######## exu_mul_wb ########
exu_mul_wb/m2.png
The bar under the picture is 50 microns long.
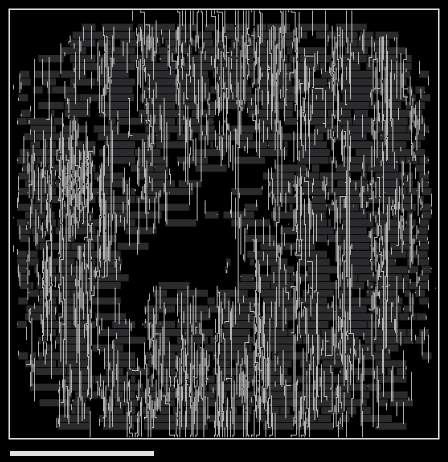

--- config.mk ---
export PLATFORM = sky130hd
export DESIGN_NAME = exu_mul_wb
export DESIGN_NICKNAME = d
export VERILOG_FILES = /design/src/rtl/exu_mul_wb.sv
export SDC_FILE = /design/constraint.sdc
export NUM_CORES = 1
export LEC_CHECK = 0
export CORE_MARGIN = 2
export CORE_UTILIZATION = 58
export CTS_BUF_LIST = sky130_fd_sc_hd__clkbuf_4 sky130_fd_sc_hd__clkbuf_8
export DETAILED_ROUTE_END_ITERATION = 16
export GPL_ROUTABILITY_DRIVEN = 1
export PLACE_DENSITY = 0.93
export REMOVE_ABC_BUFFERS = 1
export SYNTH_ARGS = -nofsm -noshare
export SYNTH_HDL_FRONTEND = slang
export SYNTH_SLANG_ARGS = --single-unit
--- constraint.sdc ---
create_clock -name clk -period 3.4 [get_ports clk]
set_input_delay 0.51 -clock clk [delete_from_list [all_inputs] [get_ports clk]]
set_output_delay 0.51 -clock clk [all_outputs]
set_load 0.03 [all_outputs]
--- src/rtl/exu_mul_wb.sv ---
// exu_mul_wb -- multiplier writeback stage.
//
// Tracks the tag of every op accepted into a fixed 3-cycle multiplier,
// pairs it with the multiplier output when that output arrives, formats
// 32-bit ("word") results by sign-extension, and buffers the results in a
// small in-order queue that drains through a valid/ready writeback port.
//
// Handshakes (both ports): a transfer happens in a cycle where valid and
// ready are both 1 at the rising clock edge. The issue side is credit
// based: issue_ready is only raised when the queue has room for every op
// already in the multiplier plus the one being offered, so a result never
// has to stall. wb_tag/wb_data stay stable while wb_valid=1 and wb_ready=0.
//
// Ports:
//   clk, rst_n     clock, asynchronous active-low reset
//   issue_valid    op offered to the multiplier this cycle
//   issue_ready    block can accept an op this cycle
//   issue_tag      writeback tag of the offered op
//   issue_word     op is 32-bit; its result is sign-extended from bit 31
//   flush          kill every in-flight and queued op
//   mul_result     multiplier output, belongs to the op issued 3 cycles ago
//   wb_valid       queue head holds a result
//   wb_ready       writeback port consumes the head
//   wb_tag/wb_data head entry (zero while the queue is empty)

module exu_mul_wb #(
  parameter int DATA_WIDTH = 64,
  parameter int TAG_WIDTH  = 6,
  parameter int QDEPTH     = 4
) (
  input  logic                  clk,
  input  logic                  rst_n,
  input  logic                  issue_valid,
  output logic                  issue_ready,
  input  logic [TAG_WIDTH-1:0]  issue_tag,
  input  logic                  issue_word,
  input  logic                  flush,
  input  logic [DATA_WIDTH-1:0] mul_result,
  output logic                  wb_valid,
  input  logic                  wb_ready,
  output logic [TAG_WIDTH-1:0]  wb_tag,
  output logic [DATA_WIDTH-1:0] wb_data
);

  localparam int PW = (QDEPTH > 1) ? $clog2(QDEPTH) : 1;
  localparam int CW = $clog2(QDEPTH + 1);
  // Wide enough for count plus three in-flight valids.
  localparam int SW = CW + 2;

  // Tag pipe, stage 1..3, aligned with the multiplier's latency.
  logic [3:1]           s_valid;
  logic [3:1]           s_word;
  logic [TAG_WIDTH-1:0] s_tag [3:1];

  // Result queue.
  logic [TAG_WIDTH-1:0]  q_tag  [QDEPTH];
  logic [DATA_WIDTH-1:0] q_data [QDEPTH];
  logic [PW-1:0]         wr_ptr;
  logic [PW-1:0]         rd_ptr;
  logic [CW-1:0]         count;

  // Holds issue_ready low until the first clock edge after reset release.
  logic                  ready_en;

  logic                  accept;
  logic                  push;
  logic                  pop;
  logic [SW-1:0]         occupancy;
  logic [DATA_WIDTH-1:0] fmt_data;

  // Queue entries plus ops still inside the multiplier; a same-cycle pop
  // gives no credit back.
  assign occupancy   = SW'(count) + SW'(s_valid[1]) + SW'(s_valid[2]) + SW'(s_valid[3]);
  assign issue_ready = ready_en & ~flush & (occupancy < SW'(QDEPTH));
  assign accept      = issue_valid & issue_ready & ~flush;
  assign push        = s_valid[3] & ~flush;
  assign pop         = wb_valid & wb_ready & ~flush;

  always_comb begin
    fmt_data = mul_result;
    if (s_word[3]) begin
      fmt_data = {{(DATA_WIDTH-32){mul_result[31]}}, mul_result[31:0]};
    end
  end

  always_ff @(posedge clk or negedge rst_n) begin
    if (!rst_n) begin
      ready_en <= 1'b0;
    end else begin
      ready_en <= 1'b1;
    end
  end

  // Tag pipe advances every cycle; nothing downstream can stall it.
  always_ff @(posedge clk or negedge rst_n) begin
    if (!rst_n) begin
      s_valid <= '0;
      s_word  <= '0;
      s_tag[1] <= '0;
      s_tag[2] <= '0;
      s_tag[3] <= '0;
    end else begin
      if (flush) begin
        s_valid <= '0;
      end else begin
        s_valid <= {s_valid[2:1], accept};
      end
      s_word   <= {s_word[2:1], issue_word};
      s_tag[1] <= issue_tag;
      s_tag[2] <= s_tag[1];
      s_tag[3] <= s_tag[2];
    end
  end

  // Queue storage needs no reset: entries are only visible through count.
  always_ff @(posedge clk) begin
    if (push) begin
      q_tag[wr_ptr]  <= s_tag[3];
      q_data[wr_ptr] <= fmt_data;
    end
  end

  always_ff @(posedge clk or negedge rst_n) begin
    if (!rst_n) begin
      wr_ptr <= '0;
      rd_ptr <= '0;
      count  <= '0;
    end else if (flush) begin
      wr_ptr <= '0;
      rd_ptr <= '0;
      count  <= '0;
    end else begin
      if (push) begin
        wr_ptr <= wr_ptr + PW'(1);
      end
      if (pop) begin
        rd_ptr <= rd_ptr + PW'(1);
      end
      case ({push, pop})
        2'b10:   count <= count + CW'(1);
        2'b01:   count <= count - CW'(1);
        default: count <= count;
      endcase
    end
  end

  assign wb_valid = (count != '0);
  assign wb_tag   = wb_valid ? q_tag[rd_ptr]  : '0;
  assign wb_data  = wb_valid ? q_data[rd_ptr] : '0;

  // The issue credit scheme must make a push into a full queue impossible.
  always @(posedge clk) begin
    if (rst_n && push) begin
      a_no_overflow: assert (count != CW'(QDEPTH));
    end
  end

endmodule
######## lfsr_gen_flat ########
File: src/rtl/lfsr_pkg.sv
// Shared LFSR definitions: FSM state encoding and a table of maximal-length
// Galois tap masks (implicit x^n term omitted) for register widths 3..32.
package lfsr_pkg;

    typedef enum logic [1:0] {
        StInit   = 2'd0,
        StRun    = 2'd1,
        StLocked = 2'd2
    } lfsr_state_e;

    function automatic logic [31:0] default_taps(input int unsigned nbits);
        logic [31:0] taps;
        taps = 32'h0;
        case (nbits)
            3:       taps = 32'h0000_0003;
            4:       taps = 32'h0000_0003;
            5:       taps = 32'h0000_0005;
            6:       taps = 32'h0000_0003;
            7:       taps = 32'h0000_0003;
            8:       taps = 32'h0000_001D;
            9:       taps = 32'h0000_0011;
            10:      taps = 32'h0000_0009;
            11:      taps = 32'h0000_0005;
            12:      taps = 32'h0000_0053;
            13:      taps = 32'h0000_001B;
            14:      taps = 32'h0000_0443;
            15:      taps = 32'h0000_0003;
            16:      taps = 32'h0000_100B;
            17:      taps = 32'h0000_0009;
            18:      taps = 32'h0000_0081;
            19:      taps = 32'h0000_0027;
            20:      taps = 32'h0000_0009;
            21:      taps = 32'h0000_0005;
            22:      taps = 32'h0000_0003;
            23:      taps = 32'h0000_0021;
            24:      taps = 32'h0000_0087;
            25:      taps = 32'h0000_0009;
            26:      taps = 32'h0000_0047;
            27:      taps = 32'h0000_0027;
            28:      taps = 32'h0000_0009;
            29:      taps = 32'h0000_0005;
            30:      taps = 32'h0000_0053;
            31:      taps = 32'h0000_0009;
            32:      taps = 32'h0040_0007;
            default: taps = 32'h0000_0000;
        endcase
        return taps;
    endfunction

endpackage

File: src/rtl/lfsr_gen_if.sv
// Valid/ready output stream of the LFSR generator.
interface lfsr_gen_if #(
    parameter int unsigned NBITS = 8
) ();

    logic             out_valid;
    logic             out_ready;
    logic [NBITS-1:0] lfsr;

    modport master (
        output out_valid,
        output lfsr,
        input  out_ready
    );

    modport slave (
        input  out_valid,
        input  lfsr,
        output out_ready
    );

endinterface

File: src/rtl/lfsr_step.sv
// One Galois LFSR shift: left shift, XOR taps when the (optionally inverted) MSB is set.
module lfsr_step #(
    parameter int unsigned      NBITS  = 8,
    parameter logic [NBITS-1:0] TAPS   = NBITS'(8'h1D),
    parameter bit               INVERT = 1'b0
) (
    input  logic [NBITS-1:0] cur,
    output logic [NBITS-1:0] nxt
);

    logic fb;

    assign fb  = cur[NBITS-1] ^ INVERT;
    assign nxt = {cur[NBITS-2:0], 1'b0} ^ (fb ? TAPS : '0);

endmodule

File: src/rtl/lfsr_gen.sv
// Galois LFSR generator with valid/ready output, lockup recovery and period measurement.
module lfsr_gen
    import lfsr_pkg::*;
#(
    parameter int unsigned      NBITS  = 8,
    parameter logic [NBITS-1:0] TAPS   = NBITS'(default_taps(NBITS)),
    parameter bit               INVERT = 1'b0,
    parameter logic [NBITS-1:0] SEED   = '1,
    parameter int unsigned      STEPS  = 1
) (
    input  logic             clk,
    input  logic             reset_n,
    input  logic             enable,
    input  logic             seed_load,
    input  logic [NBITS-1:0] seed_in,
    lfsr_gen_if.master       stream,
    output logic             lockup,
    output logic             wrap,
    output logic [NBITS-1:0] period
);

    lfsr_state_e      state_q, state_d;
    logic [NBITS-1:0] lfsr_q, lfsr_d;
    logic [NBITS-1:0] start_q, start_d;
    logic [NBITS-1:0] cnt_q, cnt_d;
    logic [NBITS-1:0] period_q, period_d;
    logic             lockup_q, lockup_d;
    logic             wrap_q, wrap_d;
    logic [NBITS-1:0] lfsr_nxt;
    logic             out_valid;
    logic             advance;

    // STEPS single shifts chained combinationally; each stage feeds the next.
    for (genvar i = 0; i < STEPS; i++) begin : g_step
        logic [NBITS-1:0] cur;
        logic [NBITS-1:0] nxt;
        if (i == 0) begin : g_first
            assign cur = lfsr_q;
        end else begin : g_rest
            assign cur = g_step[i-1].nxt;
        end
        lfsr_step #(
            .NBITS  (NBITS),
            .TAPS   (TAPS),
            .INVERT (INVERT)
        ) u_step (
            .cur (cur),
            .nxt (nxt)
        );
    end

    assign lfsr_nxt  = g_step[STEPS-1].nxt;
    assign out_valid = (state_q == StRun);
    assign advance   = out_valid & enable & stream.out_ready;

    always_comb begin
        state_d  = state_q;
        lfsr_d   = lfsr_q;
        start_d  = start_q;
        cnt_d    = cnt_q;
        period_d = period_q;
        lockup_d = lockup_q;
        wrap_d   = 1'b0;
        if (seed_load) begin
            // Any handshake this cycle is treated as consumed; the load simply wins.
            lfsr_d   = seed_in;
            start_d  = seed_in;
            cnt_d    = '0;
            lockup_d = 1'b0;
            state_d  = StInit;
        end else begin
            unique case (state_q)
                StInit: begin
                    state_d = StRun;
                end
                StRun: begin
                    if (advance) begin
                        if (lfsr_nxt == lfsr_q) begin
                            lockup_d = 1'b1;
                            state_d  = StLocked;
                        end else begin
                            lfsr_d = lfsr_nxt;
                            if (lfsr_nxt == start_q) begin
                                wrap_d   = 1'b1;
                                period_d = cnt_q + 1'b1;
                                cnt_d    = '0;
                            end else begin
                                cnt_d = cnt_q + 1'b1;
                            end
                        end
                    end
                end
                StLocked: begin
                    // lockup stays sticky until the next seed_load or reset.
                    lfsr_d  = SEED;
                    cnt_d   = '0;
                    state_d = StInit;
                end
                default: begin
                    state_d = StInit;
                end
            endcase
        end
    end

    always_ff @(posedge clk or negedge reset_n) begin
        if (!reset_n) begin
            state_q  <= StInit;
            lfsr_q   <= SEED;
            start_q  <= SEED;
            cnt_q    <= '0;
            period_q <= '0;
            lockup_q <= 1'b0;
            wrap_q   <= 1'b0;
        end else begin
            state_q  <= state_d;
            lfsr_q   <= lfsr_d;
            start_q  <= start_d;
            cnt_q    <= cnt_d;
            period_q <= period_d;
            lockup_q <= lockup_d;
            wrap_q   <= wrap_d;
        end
    end

    assign stream.out_valid = out_valid;
    assign stream.lfsr      = lfsr_q;
    assign lockup           = lockup_q;
    assign wrap             = wrap_q;
    assign period           = period_q;

endmodule
File: src/flat_wrapper.sv
// flat-port wrapper written by rule: the top's interface ports become plain ports
module lfsr_gen_flat import lfsr_pkg::*;
#(
    parameter int unsigned      NBITS  = 8,
    parameter logic [NBITS-1:0] TAPS   = NBITS'(default_taps(NBITS)),
    parameter bit               INVERT = 1'b0,
    parameter logic [NBITS-1:0] SEED   = '1,
    parameter int unsigned      STEPS  = 1
)
  (clk, reset_n, enable, seed_load, seed_in, lockup, wrap, period, stream_out_valid, stream_lfsr, stream_out_ready);
  lfsr_gen_if #(.NBITS(NBITS)) stream_i ();
  input  logic clk;
  input  logic reset_n;
  input  logic enable;
  input  logic seed_load;
  input  logic [NBITS-1:0] seed_in;
  output logic lockup;
  output logic wrap;
  output logic [NBITS-1:0] period;
  output wire logic [$bits(stream_i.out_valid)-1:0] stream_out_valid;
  output wire logic [$bits(stream_i.lfsr)-1:0] stream_lfsr;
  input wire logic [$bits(stream_i.out_ready)-1:0] stream_out_ready;
  assign stream_out_valid = stream_i.out_valid;
  assign stream_lfsr = stream_i.lfsr;
  assign stream_i.out_ready = stream_out_ready;
  lfsr_gen #(.NBITS(NBITS), .TAPS(TAPS), .INVERT(INVERT), .SEED(SEED), .STEPS(STEPS)) u_core (.clk(clk), .reset_n(reset_n), .enable(enable), .seed_load(seed_load), .seed_in(seed_in), .stream(stream_i), .lockup(lockup), .wrap(wrap), .period(period));
endmodule
File: config.mk
export PLATFORM = sky130hd
export DESIGN_NAME = lfsr_gen_flat
export DESIGN_NICKNAME = d
export VERILOG_FILES = /design/src/rtl/lfsr_pkg.sv /design/src/rtl/lfsr_gen_if.sv /design/src/rtl/lfsr_step.sv /design/src/rtl/lfsr_gen.sv /design/src/flat_wrapper.sv
export SDC_FILE = /design/constraint.sdc
export NUM_CORES = 1
export LEC_CHECK = 0
export CORE_MARGIN = 2
export CORE_UTILIZATION = 50
export CTS_CLUSTER_DIAMETER = 60
export CTS_CLUSTER_SIZE = 10
export DETAILED_ROUTE_END_ITERATION = 10
export PLACE_DENSITY = 0.76
export SLEW_MARGIN = 20
export SYNTH_ARGS = -nofsm -noshare
export SYNTH_HDL_FRONTEND = slang
export SYNTH_SLANG_ARGS = --single-unit
File: constraint.sdc
create_clock -name clk -period 2.45 [get_ports clk]
set_input_delay 0.245 -clock clk [delete_from_list [all_inputs] [get_ports clk]]
set_output_delay 0.245 -clock clk [all_outputs]
set_load 0.005 [all_outputs]
######## frame_arbiter ########
**config.mk**
```make
export PLATFORM = sky130hd
export DESIGN_NAME = frame_arbiter
export DESIGN_NICKNAME = d
export VERILOG_FILES = /design/src/rtl/frame_arbiter.sv
export SDC_FILE = /design/constraint.sdc
export NUM_CORES = 1
export LEC_CHECK = 0
export CAP_MARGIN = 20
export CORE_AREA = 4 4 88 90
export CTS_BUF_LIST = sky130_fd_sc_hd__clkbuf_4 sky130_fd_sc_hd__clkbuf_8
export CTS_CLUSTER_DIAMETER = 30
export DETAILED_ROUTE_END_ITERATION = 10
export DIE_AREA = 0 0 92 94
export PLACE_DENSITY = 0.73
export SYNTH_ARGS = -nofsm -noshare
export SYNTH_HDL_FRONTEND = slang
export SYNTH_SLANG_ARGS = --single-unit
```
**constraint.sdc**
```tcl
create_clock -name clk -period 3.2 [get_ports clk]
set_clock_uncertainty 0.15 [all_clocks]
set_input_delay 0.8 -clock clk [delete_from_list [all_inputs] [get_ports clk]]
set_output_delay 0.8 -clock clk [all_outputs]
set_load 0.02 [all_outputs]
```
**src/rtl/frame_arbiter.sv**
```systemverilog
// Round-robin arbiter that hands one framer to N_REQ byte-stream requesters,
// pacing bytes against a credit count refilled by the framer's serial output.
module frame_arbiter #(
  parameter int N_REQ    = 4,
  parameter int BUFF_L   = 10,
  parameter int HDR_BITS = 80,
  parameter int MAX_LEN  = 64
) (
  input  logic                 clk,
  input  logic                 rst,
  input  logic [N_REQ-1:0]     req_valid,
  input  logic [8*N_REQ-1:0]   req_data,
  input  logic [N_REQ-1:0]     req_last,
  output logic [N_REQ-1:0]     req_ready,
  output logic [N_REQ-1:0]     grant,
  output logic                 frame_en,
  input  logic                 frame_ready,
  input  logic                 tx_valid,
  output logic [7:0]           fr_data,
  output logic                 fr_data_valid,
  output logic                 trunc
);

  localparam int IDX_W = (N_REQ > 1) ? $clog2(N_REQ) : 1;
  localparam int CR_W  = $clog2(BUFF_L + 1);
  localparam int BC_W  = $clog2(MAX_LEN + 1);
  localparam int BIT_W = 16;
  localparam logic [CR_W-1:0]  CRED_MAX = CR_W'(BUFF_L);
  localparam logic [BC_W-1:0]  LEN_MAX  = BC_W'(MAX_LEN);
  localparam logic [BIT_W-1:0] HDR      = BIT_W'(HDR_BITS);
  localparam logic [IDX_W-1:0] LAST_IDX = IDX_W'(N_REQ - 1);

  typedef enum logic [1:0] {IDLE, START, STREAM, DRAIN} state_t;

  state_t            state;
  logic [IDX_W-1:0]  g_idx;
  logic [IDX_W-1:0]  rr_ptr;
  logic [IDX_W-1:0]  pick_idx;
  logic [IDX_W-1:0]  cand;
  logic [CR_W-1:0]   credits;
  logic [BC_W-1:0]   byte_cnt;
  logic [BIT_W-1:0]  bit_cnt;
  logic [BIT_W-1:0]  bit_nxt;
  logic              credit_ret;

  // Scan downward so the nearest valid requester at or after rr_ptr wins.
  always_comb begin
    pick_idx = rr_ptr;
    cand     = rr_ptr;
    for (int k = N_REQ - 1; k >= 0; k--) begin
      cand = IDX_W'((int'(rr_ptr) + k) % N_REQ);
      if (req_valid[cand]) pick_idx = cand;
    end
  end

  always_comb begin
    fr_data = '0;
    for (int i = 0; i < N_REQ; i++) begin
      if (grant[i]) fr_data = req_data[8*i +: 8];
    end
  end

  assign fr_data_valid = (state == STREAM) && req_valid[g_idx] && (credits != '0);
  assign req_ready     = grant & {N_REQ{fr_data_valid}};

  // One credit per serialised byte once the preamble/SFD bits have gone out.
  assign bit_nxt    = bit_cnt + BIT_W'(1);
  assign credit_ret = (state != IDLE) && tx_valid && (bit_nxt > HDR) &&
                      (bit_nxt[2:0] == HDR[2:0]);

  always_ff @(posedge clk or posedge rst) begin
    if (rst) begin
      state    <= IDLE;
      grant    <= '0;
      g_idx    <= '0;
      rr_ptr   <= '0;
      frame_en <= 1'b0;
      trunc    <= 1'b0;
      credits  <= CRED_MAX;
      byte_cnt <= '0;
      bit_cnt  <= '0;
    end else begin
      frame_en <= 1'b0;
      trunc    <= 1'b0;
      if (state == IDLE) begin
        credits <= CRED_MAX;
        bit_cnt <= '0;
      end else begin
        if (tx_valid && (bit_cnt != '1)) bit_cnt <= bit_nxt;
        if (fr_data_valid && !credit_ret)
          credits <= credits - 1'b1;
        else if (credit_ret && !fr_data_valid && (credits != CRED_MAX))
          credits <= credits + 1'b1;
      end
      case (state)
        IDLE: begin
          byte_cnt <= '0;
          if (frame_ready && (|req_valid)) begin
            g_idx    <= pick_idx;
            grant    <= N_REQ'(1) << pick_idx;
            frame_en <= 1'b1;
            state    <= START;
          end
        end
        START: state <= STREAM;
        STREAM: begin
          if (fr_data_valid) begin
            byte_cnt <= byte_cnt + 1'b1;
            if (req_last[g_idx]) begin
              state <= DRAIN;
            end else if ((byte_cnt + 1'b1) == LEN_MAX) begin
              state <= DRAIN;
              trunc <= 1'b1;
            end
          end
        end
        DRAIN: begin
          if (frame_ready) begin
            state  <= IDLE;
            grant  <= '0;
            rr_ptr <= (g_idx == LAST_IDX) ? '0 : g_idx + 1'b1;
          end
        end
        default: state <= IDLE;
      endcase
    end
  end

endmodule
```
######## vector_mem_mover_flat ########
File: config.mk
export PLATFORM = sky130hd
export DESIGN_NAME = vector_mem_mover_flat
export DESIGN_NICKNAME = d
export VERILOG_FILES = /design/src/rtl/vector_mem_mover_if.sv /design/src/rtl/vector_mem_mover.sv /design/src/flat_wrapper.sv
export SDC_FILE = /design/constraint.sdc
export NUM_CORES = 2
export LEC_CHECK = 0
export CAP_MARGIN = 10
export CORE_AREA = 2 2 485 391
export DETAILED_ROUTE_END_ITERATION = 10
export DIE_AREA = 0 0 487 393
export PLACE_DENSITY = 0.51
export SLEW_MARGIN = 5
export SYNTH_ARGS = -nofsm -noshare
export SYNTH_HDL_FRONTEND = slang
export SYNTH_SLANG_ARGS = --single-unit
export TNS_END_PERCENT = 10
File: constraint.sdc
create_clock -name clk -period 11 [get_ports clk]
set_clock_uncertainty 0.05 [all_clocks]
set_input_delay 2.2 -clock clk [delete_from_list [all_inputs] [get_ports clk]]
set_output_delay 2.2 -clock clk [all_outputs]
set_load 0.01 [all_outputs]
File: src/rtl/vector_mem_mover_if.sv
// Command, memory and register-file bus for vector_mem_mover.
//   start/op/base_addr/reg_sel/vec_in : command from the controller
//   mem_addr/mem_wdata/mem_we/mem_rdata : 32-bit word memory port
//   rf_data/rf_sel/rf_we : 512-bit vector register-file write port
//   busy/done : status
// modport master is the mover side; modport slave is the surrounding system.
interface vector_mem_mover_if;
    localparam int unsigned WORD_W = 32;
    localparam int unsigned LANES  = 16;
    localparam int unsigned ADDR_W = 9;
    localparam int unsigned VEC_W  = WORD_W * LANES;

    logic              start;
    logic              op;
    logic [ADDR_W-1:0] base_addr;
    logic [1:0]        reg_sel;
    logic [VEC_W-1:0]  vec_in;
    logic [WORD_W-1:0] mem_rdata;
    logic [ADDR_W-1:0] mem_addr;
    logic [WORD_W-1:0] mem_wdata;
    logic              mem_we;
    logic [VEC_W-1:0]  rf_data;
    logic [1:0]        rf_sel;
    logic              rf_we;
    logic              busy;
    logic              done;

    modport master (
        input  start, op, base_addr, reg_sel, vec_in, mem_rdata,
        output mem_addr, mem_wdata, mem_we, rf_data, rf_sel, rf_we, busy, done
    );

    modport slave (
        output start, op, base_addr, reg_sel, vec_in, mem_rdata,
        input  mem_addr, mem_wdata, mem_we, rf_data, rf_sel, rf_we, busy, done
    );
endinterface

File: src/rtl/vector_mem_mover.sv
// Moves whole 512-bit vectors between 32-bit word memory and the vector
// register file. A load reads 16 consecutive words into the lanes of rf_data
// and pulses rf_we; a store writes the 16 lanes of a captured vector to 16
// consecutive words. Addresses wrap modulo 512.
// Ports:
//   clk   : clock, rising edge
//   rst_n : asynchronous active-low reset, clears state and all outputs
//   bus   : vector_mem_mover_if.master (command, memory, register file, status)
module vector_mem_mover (
    input  logic                 clk,
    input  logic                 rst_n,
    vector_mem_mover_if.master   bus
);
    localparam int unsigned WORD_W = 32;
    localparam int unsigned LANES  = 16;
    localparam int unsigned ADDR_W = 9;
    localparam int unsigned CNT_W  = 5;
    localparam int unsigned LANE_W = 4;
    localparam int unsigned VEC_W  = WORD_W * LANES;

    typedef enum logic [2:0] {
        IDLE,
        LD_ISSUE,
        LD_DRAIN,
        LD_COMMIT,
        ST_WRITE
    } state_e;

    state_e              state_q, state_d;
    logic [CNT_W-1:0]    cnt_q, cnt_d;
    logic [ADDR_W-1:0]   base_q, base_d;
    logic [1:0]          sel_q, sel_d;
    logic [VEC_W-1:0]    vec_q, vec_d;
    logic [ADDR_W-1:0]   mem_addr_q, mem_addr_d;
    logic [WORD_W-1:0]   mem_wdata_q, mem_wdata_d;
    logic                mem_we_q, mem_we_d;
    logic [VEC_W-1:0]    rf_data_q, rf_data_d;
    logic [1:0]          rf_sel_q, rf_sel_d;
    logic                rf_we_q, rf_we_d;
    logic                busy_q, busy_d;
    logic                done_q, done_d;

    logic                cap_en;
    logic [LANE_W-1:0]   cap_lane;
    logic [LANE_W-1:0]   next_lane;

    // State, command capture and registered outputs.
    always_ff @(posedge clk or negedge rst_n) begin
        if (!rst_n) begin
            state_q     <= IDLE;
            cnt_q       <= '0;
            base_q      <= '0;
            sel_q       <= '0;
            vec_q       <= '0;
            mem_addr_q  <= '0;
            mem_wdata_q <= '0;
            mem_we_q    <= 1'b0;
            rf_data_q   <= '0;
            rf_sel_q    <= '0;
            rf_we_q     <= 1'b0;
            busy_q      <= 1'b0;
            done_q      <= 1'b0;
        end else begin
            state_q     <= state_d;
            cnt_q       <= cnt_d;
            base_q      <= base_d;
            sel_q       <= sel_d;
            vec_q       <= vec_d;
            mem_addr_q  <= mem_addr_d;
            mem_wdata_q <= mem_wdata_d;
            mem_we_q    <= mem_we_d;
            rf_data_q   <= rf_data_d;
            rf_sel_q    <= rf_sel_d;
            rf_we_q     <= rf_we_d;
            busy_q      <= busy_d;
            done_q      <= done_d;
        end
    end

    // Next state and next output values; outputs are computed one cycle
    // ahead so every port comes straight from a flop.
    always_comb begin
        state_d     = state_q;
        cnt_d       = cnt_q;
        base_d      = base_q;
        sel_d       = sel_q;
        vec_d       = vec_q;
        mem_addr_d  = mem_addr_q;
        mem_wdata_d = mem_wdata_q;
        mem_we_d    = 1'b0;
        rf_data_d   = rf_data_q;
        rf_sel_d    = rf_sel_q;
        rf_we_d     = 1'b0;
        done_d      = 1'b0;
        cap_en      = 1'b0;
        cap_lane    = '0;
        next_lane   = LANE_W'(cnt_q + CNT_W'(1));

        case (state_q)
            IDLE: begin
                if (bus.start) begin
                    base_d     = bus.base_addr;
                    sel_d      = bus.reg_sel;
                    cnt_d      = '0;
                    mem_addr_d = bus.base_addr;
                    if (bus.op) begin
                        vec_d       = bus.vec_in;
                        mem_we_d    = 1'b1;
                        mem_wdata_d = bus.vec_in[WORD_W-1:0];
                        state_d     = ST_WRITE;
                    end else begin
                        state_d = LD_ISSUE;
                    end
                end
            end

            // Read data trails its address by one cycle, so the word on
            // mem_rdata now belongs to the previous lane.
            LD_ISSUE: begin
                if (cnt_q != '0) begin
                    cap_en   = 1'b1;
                    cap_lane = LANE_W'(cnt_q - CNT_W'(1));
                end
                if (cnt_q == CNT_W'(LANES - 1)) begin
                    state_d = LD_DRAIN;
                end else begin
                    cnt_d      = cnt_q + CNT_W'(1);
                    mem_addr_d = base_q + ADDR_W'(cnt_q + CNT_W'(1));
                end
            end

            LD_DRAIN: begin
                cap_en   = 1'b1;
                cap_lane = LANE_W'(LANES - 1);
                rf_we_d  = 1'b1;
                done_d   = 1'b1;
                rf_sel_d = sel_q;
                state_d  = LD_COMMIT;
            end

            LD_COMMIT: begin
                state_d = IDLE;
            end

            // Counts 0..15 while writing; count 16 is the done cycle.
            ST_WRITE: begin
                if (cnt_q == CNT_W'(LANES)) begin
                    state_d = IDLE;
                end else if (cnt_q == CNT_W'(LANES - 1)) begin
                    cnt_d  = CNT_W'(LANES);
                    done_d = 1'b1;
                end else begin
                    cnt_d       = cnt_q + CNT_W'(1);
                    mem_we_d    = 1'b1;
                    mem_addr_d  = base_q + ADDR_W'(cnt_q + CNT_W'(1));
                    mem_wdata_d = vec_q[32'(next_lane) * WORD_W +: WORD_W];
                end
            end

            default: begin
                state_d = IDLE;
            end
        endcase

        // Lanes are overwritten in place; untouched lanes keep old data.
        if (cap_en) begin
            rf_data_d[32'(cap_lane) * WORD_W +: WORD_W] = bus.mem_rdata;
        end

        busy_d = (state_d != IDLE);
    end

    assign bus.mem_addr  = mem_addr_q;
    assign bus.mem_wdata = mem_wdata_q;
    assign bus.mem_we    = mem_we_q;
    assign bus.rf_data   = rf_data_q;
    assign bus.rf_sel    = rf_sel_q;
    assign bus.rf_we     = rf_we_q;
    assign bus.busy      = busy_q;
    assign bus.done      = done_q;

endmodule

File: src/flat_wrapper.sv
// flat-port wrapper written by rule: the top's interface ports become plain ports
module vector_mem_mover_flat 
  (clk, rst_n, bus_start, bus_op, bus_base_addr, bus_reg_sel, bus_vec_in, bus_mem_rdata, bus_mem_addr, bus_mem_wdata, bus_mem_we, bus_rf_data, bus_rf_sel, bus_rf_we, bus_busy, bus_done);
  vector_mem_mover_if bus_i ();
  input  logic clk;
  input  logic rst_n;
  input wire logic [$bits(bus_i.start)-1:0] bus_start;
  input wire logic [$bits(bus_i.op)-1:0] bus_op;
  input wire logic [$bits(bus_i.base_addr)-1:0] bus_base_addr;
  input wire logic [$bits(bus_i.reg_sel)-1:0] bus_reg_sel;
  input wire logic [$bits(bus_i.vec_in)-1:0] bus_vec_in;
  input wire logic [$bits(bus_i.mem_rdata)-1:0] bus_mem_rdata;
  output wire logic [$bits(bus_i.mem_addr)-1:0] bus_mem_addr;
  output wire logic [$bits(bus_i.mem_wdata)-1:0] bus_mem_wdata;
  output wire logic [$bits(bus_i.mem_we)-1:0] bus_mem_we;
  output wire logic [$bits(bus_i.rf_data)-1:0] bus_rf_data;
  output wire logic [$bits(bus_i.rf_sel)-1:0] bus_rf_sel;
  output wire logic [$bits(bus_i.rf_we)-1:0] bus_rf_we;
  output wire logic [$bits(bus_i.busy)-1:0] bus_busy;
  output wire logic [$bits(bus_i.done)-1:0] bus_done;
  assign bus_i.start = bus_start;
  assign bus_i.op = bus_op;
  assign bus_i.base_addr = bus_base_addr;
  assign bus_i.reg_sel = bus_reg_sel;
  assign bus_i.vec_in = bus_vec_in;
  assign bus_i.mem_rdata = bus_mem_rdata;
  assign bus_mem_addr = bus_i.mem_addr;
  assign bus_mem_wdata = bus_i.mem_wdata;
  assign bus_mem_we = bus_i.mem_we;
  assign bus_rf_data = bus_i.rf_data;
  assign bus_rf_sel = bus_i.rf_sel;
  assign bus_rf_we = bus_i.rf_we;
  assign bus_busy = bus_i.busy;
  assign bus_done = bus_i.done;
  vector_mem_mover u_core (.clk(clk), .rst_n(rst_n), .bus(bus_i));
endmodule
vector_mem_mover_flat/m2.png
The bar under the picture is 100 microns long.
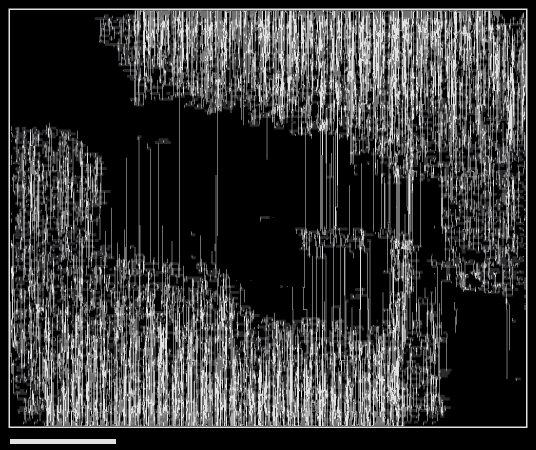
The wires run mostly vertical. The layer carries 94.0 mm of wire.
DRT Wirelength: 190 mm
met2 Use GR: 0.329
routed via count: 32800

==> flow_metrics.tcl, vector_mem_mover_flat <==
# collected from the flow reports
set metrics [dict create \
    ys_cells 3553 \
    crit_required_ns 11.56 \
    topCellsByArea "dfrtp_1 59%, mux2_2 19%, mux4_2 6.2%" \
    buffer_area_frac 0.185 \
    post-route-period-util 0.475 \
    power_leakage_nw 27.3 \
    combGateArea_sq_mm 0.0178 \
    synth_dominant_cell_count "dfrtp_1" \
    power.density_mw_per_mm2 232 \
    tool_warnings 47 \
    critPathBufInv 1 \
    clk_latency_ns 0.75 \
    wl_met1_mm 77.2 \
    num_io_pins 1118 \
    synth_cells 3553 \
    drt_iter0_drc 2110 \
    cap_viol_max_count 0 \
    ff2ff_path_depth 11 \
    enable_flop_cells 0 \
    fp-utilization 0.249 \
    nMultiInputCombCells 2119 \
    final_nets 5184 \
    drc_errors 0 \
    dr_wl_met3_mm 11.7 \
    dominant_cells "sequential cells" \
    status "finished clean" \
    finalHoldViolations 0 \
    finish.instance_area_sq_mm 0.0644 \
    finalMaxSlewViolations 0 \
    worst_slack_ns 5.78 \
    finalSetupTns_ns 0 \
    startpoint_type "register" \
    cts_tree "done" \
    dr.pass1.iters 6 \
    slew_headroom 0.213 \
    topCombFamilyByArea "multiplexers" \
    endpoint_kind "register" \
    ys.flop_type "dfrtp_1" \
    viasPerCell 4.57 \
    largest_area_cell "dfrtp_1" \
    ys_sh_mux 0.259 \
    n_tap_cell 2448 \
    path_class "register to register" \
    grt-busiest-layer "met2" \
]
vector_mem_mover_flat: report_power, final:
group | leakage, nW | switching [mW] | internal (mW)
Clock | 1.96 | 1.77 | 2.36
Sequential | 12.6 | 0.687 | 5.21
Combinational | 12.7 | 2.38 | 2.57
Total | 27.3 | 4.83 | 10.1
vector_mem_mover_flat: metrics by stage:
stage | instances | util
3_3_place_gp | 6940 | 0.324
3_5_place_dp | 6940 | 0.324
5_1_grt | 7169 | 0.345
2_1_floorplan | 3553 | -
4_1_cts | 7161 | 0.345
6_report | 7176 | 0.346
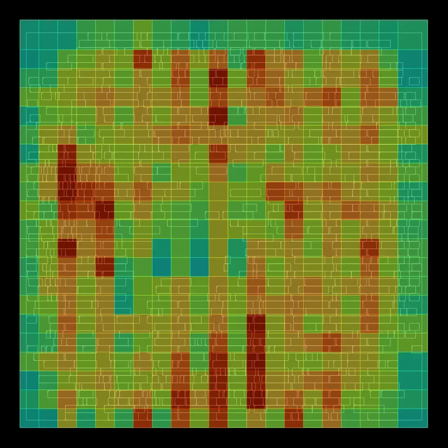
exu_mul_wb/congestion_map.png
met3 Resource Use GR: 0.0440
DR WL/cell: 20.7 microns

## Picture notes: exu_mul_wb/m2.png
The wires run mostly vertical. The layer carries 11400 microns of wire.
DRT Wirelength: 22.6 mm
met2 Use GR: 0.359

==> flow_metrics.tcl, exu_mul_wb <==
# collected from the flow reports
set metrics [dict create \
    dr.max_layer_used "met4" \
    crit_top_cell "inv_1" \
    tightest_slew_ns 1.01 \
    p_switching_mw 1.71 \
    crit_start "count[0]$_DFFE_PN0P_" \
    clockPowerShare 0.361 \
    crit_required_ns 2.89 \
    synth_seq_share 0.757 \
    core_sq_mm 0.0204 \
    post-route-min-period_ns 3.24 \
    status "finished clean" \
    antenna_found_initial 0 \
    maxClockFrequency_mhz 309 \
    fill_cells 1220 \
    syn_avg_cell_area_sq_um 20.1 \
    combinationalPower_mw 0.742 \
    drt_iter0_drc 443 \
    yosysWarningCount 0 \
    rows 52 \
    crit_arrival_ns 2.73 \
    lay_top_cells "280 x edfxtp_1, 147 x clkdlybuf4s50_1, 71 x and2_1" \
    seq_area_sq_mm 0.00922 \
    path_class "register to output pin" \
    instances_no_fill 1090 \
    finalMaxSlewViolations 0 \
    power.group.top "registers" \
    nNonClkBuffers 163 \
    final_nets 866 \
    topCombFamilyByArea "multiplexers" \
    ys.flops 312 \
    startpoint_type "register" \
    aoi_share 0.0207 \
    cts_htree_levels 2 \
    crit_family "buffers and inverters" \
]
[exu_mul_wb: Yosys cell counts, types with 2 or more instances]
cell / instances
xnor2_1: 2
nor2b_1: 2
nand3_1: 2
buf_2: 10
and2_1: 75
dfrtp_1: 32
a31oi_1: 3
mux4_1: 2
o21ai_0: 33
edfxtp_1: 280
nor2_1: 8
nand2_1: 3
clkbuf_1: 15
xor2_1: 2
buf_12: 7
ha_1: 5
inv_1: 38
fa_1: 2
mux4_2: 68
[exu_mul_wb: per-layer routing]
layer	up-vias	track usage
li1	2710	-
met1	3110	0.284
met2	255	0.359
met3	47	0.0440
met4	0	0.0710
met5	-	0
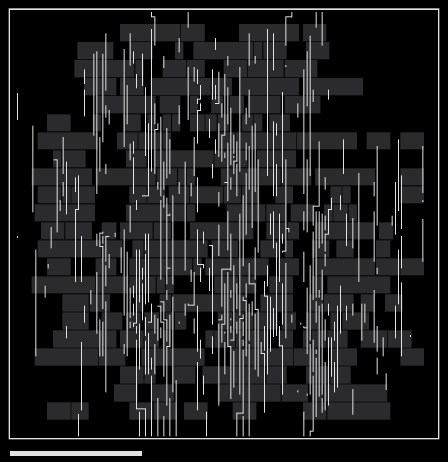
lfsr_gen_flat/m2.png
The bar under the picture is 20 microns long.
The longest straight run is 22.1 microns. 187 nets have wire on it. The layer carries 1790 microns of wire.
routed via count: 1370
met2 Use GR: 0.302
DRT Wirelength: 3.80 mm

==> flow_metrics.tcl, lfsr_gen_flat <==
# collected from the flow reports
set metrics [dict create \
    ys_sh_mux 0.106 \
    power_frac_seq 0.498 \
    yosysWarningCount 0 \
    finalMaxSlewViolations 0 \
    post_cts_buffers 0 \
    met1_usage 0.259 \
    non_clock_inverter_count 9 \
    p_int_mw 1.08 \
    worst_slack_ns 0.325 \
    syn-num-nets 177 \
    synth_cells 163 \
    cp_slowest_stage_delay_ns 0.66 \
    skew_ns 0.00909 \
    cp.depth 6 \
    grt_overflow 0 \
    maxClockFrequency_mhz 471 \
    enable_flop_cells 0 \
    post-route-min-period_ns 2.13 \
    crit_start "u_core.stream.lfsr[7]$_DFFE_PN1P_" \
    critPathBufInv 1 \
    hold_class "input port to asynchronous set/reset pin" \
    status "finished clean" \
    synth_seq_share 0.501 \
    rrSetupSlack_ns 0.32 \
    synthesis.area_sq_mm 0.00184 \
    post-route-util 0.630 \
    cts-resized-gates 0 \
    grt_pass1_vias 1312 \
    crit_required_ns 2.63 \
    rsz0062_at_grt "no" \
    drtAntennaViolNets 0 \
    whs_ns 0.362 \
    clkbuf_count 8 \
    topCombFamilyByArea "AND-OR/OR-AND gates" \
    powerClk_mw 0.468 \
    grt-busiest-layer "met2" \
    buffer_area_frac 0.150 \
    simple_gate_share 0.123 \
    num_io_pins 32 \
    lay_top_cells "31 x clkdlybuf4s50_1, 20 x dfrtp_1, 17 x nand2_1" \
    clock-root-buffer "clkbuf_8" \
    slowest_stage "dfstp_2" \
]
lfsr_gen_flat: sequential cells by signal, indices dropped and copies added (netlist names):
name                cells
u_core.cnt_q            8
u_core.start_q          8
u_core.lockup           1
u_core.state_q          2
u_core.stream.lfsr      8
u_core.period           8
u_core.wrap             1
lfsr_gen_flat: logic make-up (layout without fill, tap and decap cells):
group / count (synthesis) / in the layout
flip-flops: 36 / 36
multiplexers: 17 / 17
XOR/XNOR: 15 / 15
buffers and inverters: 17 / 52
AND/OR/NAND/NOR: 41 / 41
AND-OR/OR-AND: 36 / 36
adder cells (fa/ha/maj): 1 / 1
frame_arbiter/m1.png
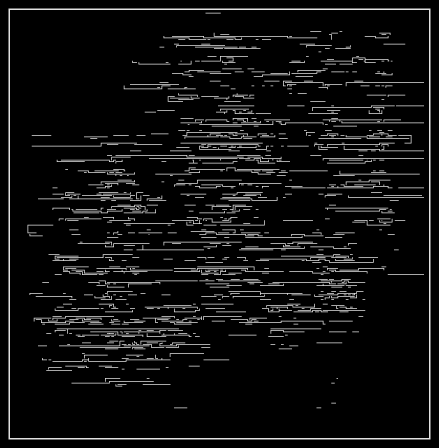
The longest straight run is 26.7 microns. 412 nets have wire on it. The wires run mostly horizontal.
routed via count: 2663
met1 Use GR: 0.200
DRT Wirelength: 7.23 mm

==> flow_metrics.tcl, frame_arbiter <==
# collected from the flow reports
set metrics [dict create \
    die_x_microns 92 \
    crit_arrival_ns 3.27 \
    use_met3 0.0345 \
    syn-num-nets 382 \
    dr.max_layer_used "met4" \
    ys.flops 39 \
    cts_tree "done" \
    num_io_pins 63 \
    die_h_microns 94 \
    die_area_sq_mm 0.00865 \
    clk_latency_ns 0.30 \
    grt_pass1_wl_mm 12.0 \
    topCellsByArea "dfrtp_1 34%, nand2_1 6.0%, nor2_1 5.3%" \
    cts_htree_levels 2 \
    seq_area_frac 0.258 \
    syn_avg_cell_area_sq_um 8.38 \
    finalSetupTns_ns 0 \
    dp_cells 504 \
    rsz0062_at_grt "yes" \
    r2r_end "credits[3]$_DFFE_PP1P_" \
    critPathBufInv 0 \
    lay_top_count "clkdlybuf4s50_1" \
    seq-power_mw 0.775 \
    post-route-min-period_ns 3.18 \
    dominant_cells "combinational gates" \
    worst_slack_ns 0.0183 \
    instances_no_fill 515 \
    status "finished clean" \
    power.density_mw_per_mm2 715 \
]
==> frame_arbiter: kinds of logic after synthesis <==
logic type	Yosys count	share of synthesized area
flops	39	0.356
mux	9	0.0437
fa+ha+maj	10	0.0482
buf+inv	27	0.0437
xor+xnor	20	0.0637
compound gates	83	0.196
simple gates	140	0.249
==> frame_arbiter: sequential cells by signal, indices dropped and copies added (netlist names) <==
signal    flops
trunc         1
byte_cnt      7
g_idx         2
frame_en      1
grant         4
bit_cnt      16
rr_ptr        2
credits       4
state         2

## Gallery

The metal 3 layer.
shot_01.png
The bar under the picture is 20 microns long.
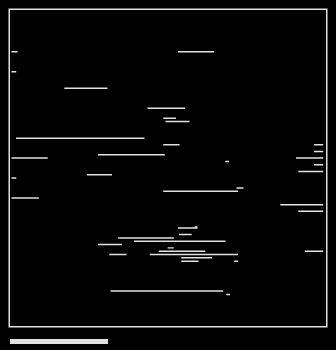
shot_02.png
The bar under the picture is 50 microns long.
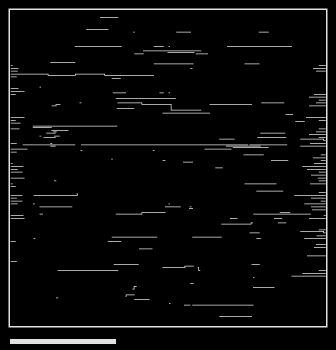
shot_03.png
The bar under the picture is 100 microns long.
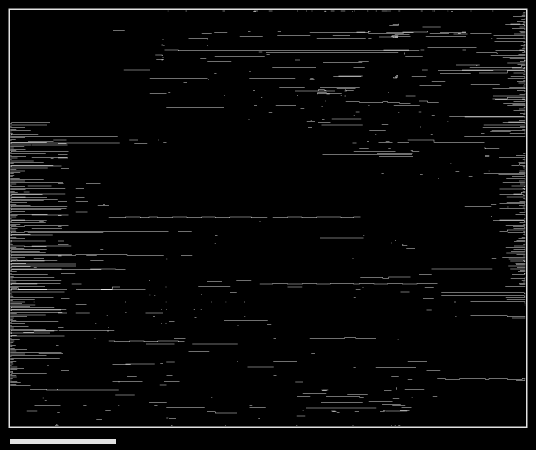
shot_04.png
The bar under the picture is 20 microns long.
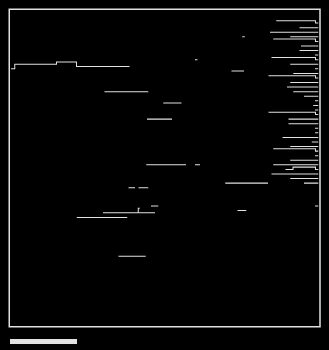
The one with the smallest die is shot_01.png.
The one with the largest die is shot_03.png.
shot_02.png is exu_mul_wb.
shot_03.png is vector_mem_mover_flat.
shot_01.png is lfsr_gen_flat.
shot_04.png is frame_arbiter.

Key to shot_03.png:
The wires run mostly horizontal. The layer holds 6.2% of the routed length. The longest straight run is 228 microns. The layer carries 11700 microns of wire. 539 nets have wire on it.


######## queue ########
==> src/rtl/queue_pkg.sv <==
// queue_pkg -- shared constants and types for the queue/stack family.
//
// Contents:
//   QUEUE_WIDTH_DEF : default data word width in bits (18)
//   QUEUE_SIZE_DEF  : default log2 of storage depth (4 -> 16 entries)
//   queue_op_e      : decoded accepted operation for one cycle
//   depth_of()      : entry count for a given log2 size
package queue_pkg;

  localparam int unsigned QUEUE_WIDTH_DEF = 18;
  localparam int unsigned QUEUE_SIZE_DEF  = 4;

  // Bit 1 = accepted push, bit 0 = accepted pop.
  typedef enum logic [1:0] {
    OP_NONE = 2'b00,
    OP_POP  = 2'b01,
    OP_PUSH = 2'b10,
    OP_BOTH = 2'b11
  } queue_op_e;

  function automatic int unsigned depth_of(input int unsigned size);
    return 32'd1 << size;
  endfunction

endpackage : queue_pkg

==> src/rtl/queue.sv <==
// queue -- synchronous single-clock FIFO with registered read data.
//
// Parameters:
//   QUEUE_WIDTH : data word width in bits
//   QUEUE_SIZE  : log2 of depth (depth = 2**QUEUE_SIZE entries)
//
// Ports:
//   clk        in   rising-edge clock for all state
//   reset      in   synchronous active-high reset, dominant over push/pop
//   push       in   write request; data_in sampled on the same edge
//   pop        in   read request from the oldest entry
//   data_in    in   write data
//   data_out   out  registered read data, held between accepted pops
//   data_valid out  one-cycle pulse after an accepted pop
//   full       out  count == 2**QUEUE_SIZE
//   empty      out  count == 0
//   count      out  current occupancy (QUEUE_SIZE+1 bits)
//
// Optional build macro QUEUE_ERR_EN adds:
//   overflow   out  sticky: push ignored because full with no pop
//   underflow  out  sticky: pop ignored because empty
//   Both clear only on reset.
module queue
  import queue_pkg::*;
#(
  parameter int unsigned QUEUE_WIDTH = QUEUE_WIDTH_DEF,
  parameter int unsigned QUEUE_SIZE  = QUEUE_SIZE_DEF
) (
  input  logic                   clk,
  input  logic                   reset,
  input  logic                   push,
  input  logic                   pop,
  input  logic [QUEUE_WIDTH-1:0] data_in,
  output logic [QUEUE_WIDTH-1:0] data_out,
  output logic                   data_valid,
  output logic                   full,
  output logic                   empty,
  output logic [QUEUE_SIZE:0]    count
`ifdef QUEUE_ERR_EN
  ,
  output logic                   overflow,
  output logic                   underflow
`endif
);

  localparam int unsigned DEPTH = depth_of(QUEUE_SIZE);
  localparam int unsigned PW    = QUEUE_SIZE;
  localparam int unsigned CW    = QUEUE_SIZE + 1;

  logic [QUEUE_WIDTH-1:0] mem [0:DEPTH-1];
  logic [PW-1:0]          wr_ptr;
  logic [PW-1:0]          rd_ptr;

  logic      accept_push;
  logic      accept_pop;
  queue_op_e op;

  // Status flags come straight from the registered count.
  always_comb begin
    full  = (count == CW'(DEPTH));
    empty = (count == '0);
  end

  // A pop frees a slot in the same cycle, so a push against a full
  // queue is still taken when it is paired with a pop.
  always_comb begin
    accept_pop  = pop && !empty;
    accept_push = push && (!full || accept_pop);
    op          = queue_op_e'({accept_push, accept_pop});
  end

  // Storage has no reset; entries are discarded logically via the pointers.
  always_ff @(posedge clk) begin
    if (!reset && accept_push) begin
      mem[wr_ptr] <= data_in;
    end
  end

  always_ff @(posedge clk) begin
    if (reset) begin
      wr_ptr     <= '0;
      rd_ptr     <= '0;
      count      <= '0;
      data_out   <= '0;
      data_valid <= 1'b0;
    end else begin
      data_valid <= accept_pop;
      if (accept_pop) begin
        data_out <= mem[rd_ptr];
        rd_ptr   <= rd_ptr + PW'(1);
      end
      if (accept_push) begin
        wr_ptr <= wr_ptr + PW'(1);
      end
      case (op)
        OP_PUSH: count <= count + CW'(1);
        OP_POP:  count <= count - CW'(1);
        default: count <= count;
      endcase
    end
  end

`ifdef QUEUE_ERR_EN
  always_ff @(posedge clk) begin
    if (reset) begin
      overflow  <= 1'b0;
      underflow <= 1'b0;
    end else begin
      if (push && !accept_push) begin
        overflow <= 1'b1;
      end
      if (pop && !accept_pop) begin
        underflow <= 1'b1;
      end
    end
  end
`endif

endmodule : queue
==> config.mk <==
export PLATFORM = sky130hd
export DESIGN_NAME = queue
export DESIGN_NICKNAME = d
export VERILOG_FILES = /design/src/rtl/queue_pkg.sv /design/src/rtl/queue.sv
export SDC_FILE = /design/constraint.sdc
export NUM_CORES = 1
export LEC_CHECK = 0
export ABC_AREA = 1
export CAP_MARGIN = 20
export CELL_PAD_IN_SITES_DETAIL_PLACEMENT = 0
export CELL_PAD_IN_SITES_GLOBAL_PLACEMENT = 1
export CORE_UTILIZATION = 27
export CTS_CLUSTER_SIZE = 24
export DETAILED_ROUTE_END_ITERATION = 10
export PLACE_DENSITY = 0.5
export SETUP_SLACK_MARGIN = 0.4
export SYNTH_ARGS = -nofsm -noshare
export SYNTH_HDL_FRONTEND = slang
export SYNTH_SLANG_ARGS = --single-unit
==> constraint.sdc <==
create_clock -name clk -period 2.7 [get_ports clk]
set_input_delay 0.405 -clock clk [delete_from_list [all_inputs] [get_ports clk]]
set_output_delay 0.405 -clock clk [all_outputs]
set_load 0.01 [all_outputs]
queue/m1.png
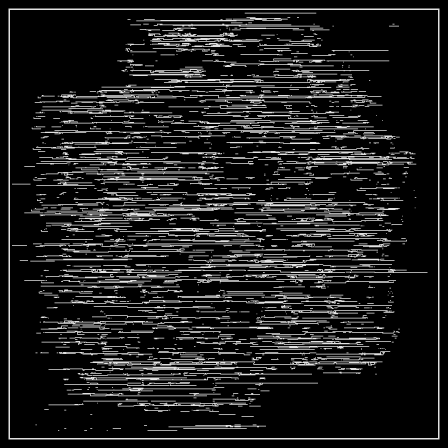
1346 nets have wire on it. The layer carries 18200 microns of wire. The layer holds 47% of the routed length. The longest straight run is 78.7 microns.
routed via count: 9095
met1 Use GR: 0.215
DRT Wirelength: 38.4 mm

==> flow_metrics.tcl <==
# collected from the flow reports
set metrics [dict create \
    p_switching_mw 4.17 \
    swShare 0.307 \
    drtAntennaViolNets 0 \
    ys_sh_mux 0 \
    status "finished clean" \
    grt_pass1_vias 9141 \
    power_leakage_nw 6.57 \
    grt_pass1_wl_mm 58.2 \
    non_clock_inverter_count 182 \
    post-route-util 0.330 \
    largest_area_cell "edfxtp_1" \
    yosysWarningCount 0 \
    cap_viol_max_count 0 \
    critPathBufInv 1 \
    drive_gt1_frac 0.0922 \
    ys_sh_adder 0.00882 \
    whs_ns 0.508 \
    topCombFamilyByArea "simple AND/OR/NAND/NOR gates" \
    dpl.hpwl_mm 23.6 \
    largest_reg_flops 288 \
    power.group.top "registers" \
    finalHoldViolations 0 \
    r2r-start "count[0]$_SDFFE_PP0P_" \
    path_class "register to output pin" \
    endpoint_kind "output pin" \
    tool_warnings 31 \
    ys_cells 1330 \
    die_area_sq_mm 0.0514 \
    post_cts_buffers 0 \
    ys.flops 320 \
    crit_end "full" \
]
queue/m2.png
The bar under the picture is 50 microns long.
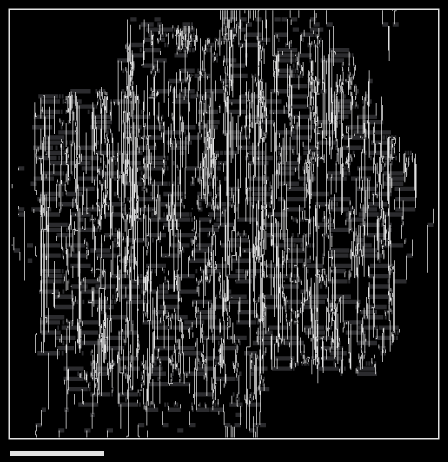
The layer holds 46% of the routed length. 980 nets have wire on it.
met2 Use GR: 0.245

## kinds of logic after synthesis
group,after synthesis
simple gates,715
flops,320
buf+inv,246
compound gates,37
fa+ha+maj,9
xor+xnor,3
## layer usage
| layer | up-vias | wire, microns | part of all wire | global-route usage |
|---|---|---|---|---|
| met5 | - | 0 | 0 | 0 |
| met4 | 0 | 961 | 0.025 | 0.0490 |
| met3 | 50 | 1410 | 0.037 | 0.0281 |
| met2 | 145 | 17800 | 0.46 | 0.245 |
| met1 | 4396 | 18200 | 0.47 | 0.215 |
| li1 | 4504 | - | - | - |


==> notes/layouts.md <==
Pictures saved along the way, in no particular order.

Track usage over the die.
image #1
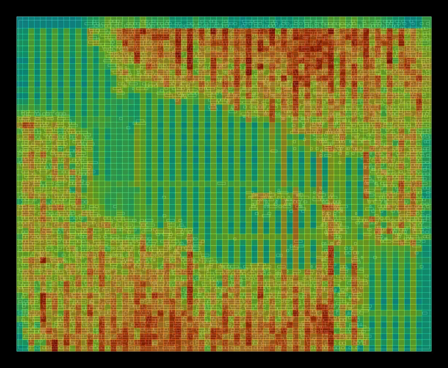
image #2
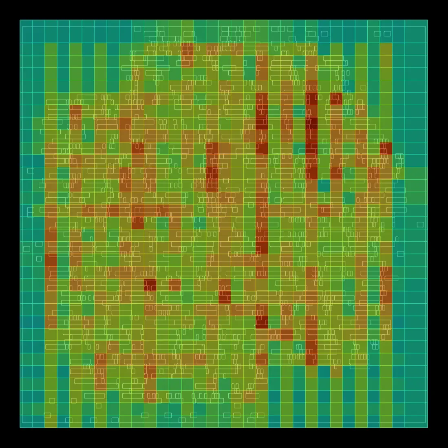
image #3
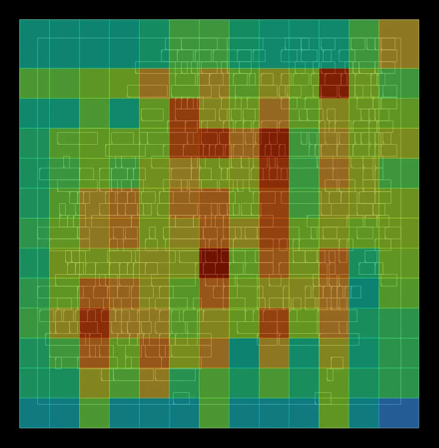
image #4
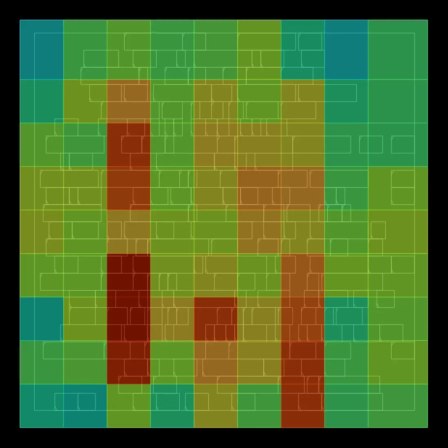
image #1: vector_mem_mover_flat
image #4: lfsr_gen_flat
image #3: frame_arbiter
image #2: queue
Of these, highest utilization: image #4
Of these, most wire per cell: image #1

No activity file was given, so power comes from the tool's default toggle rates.
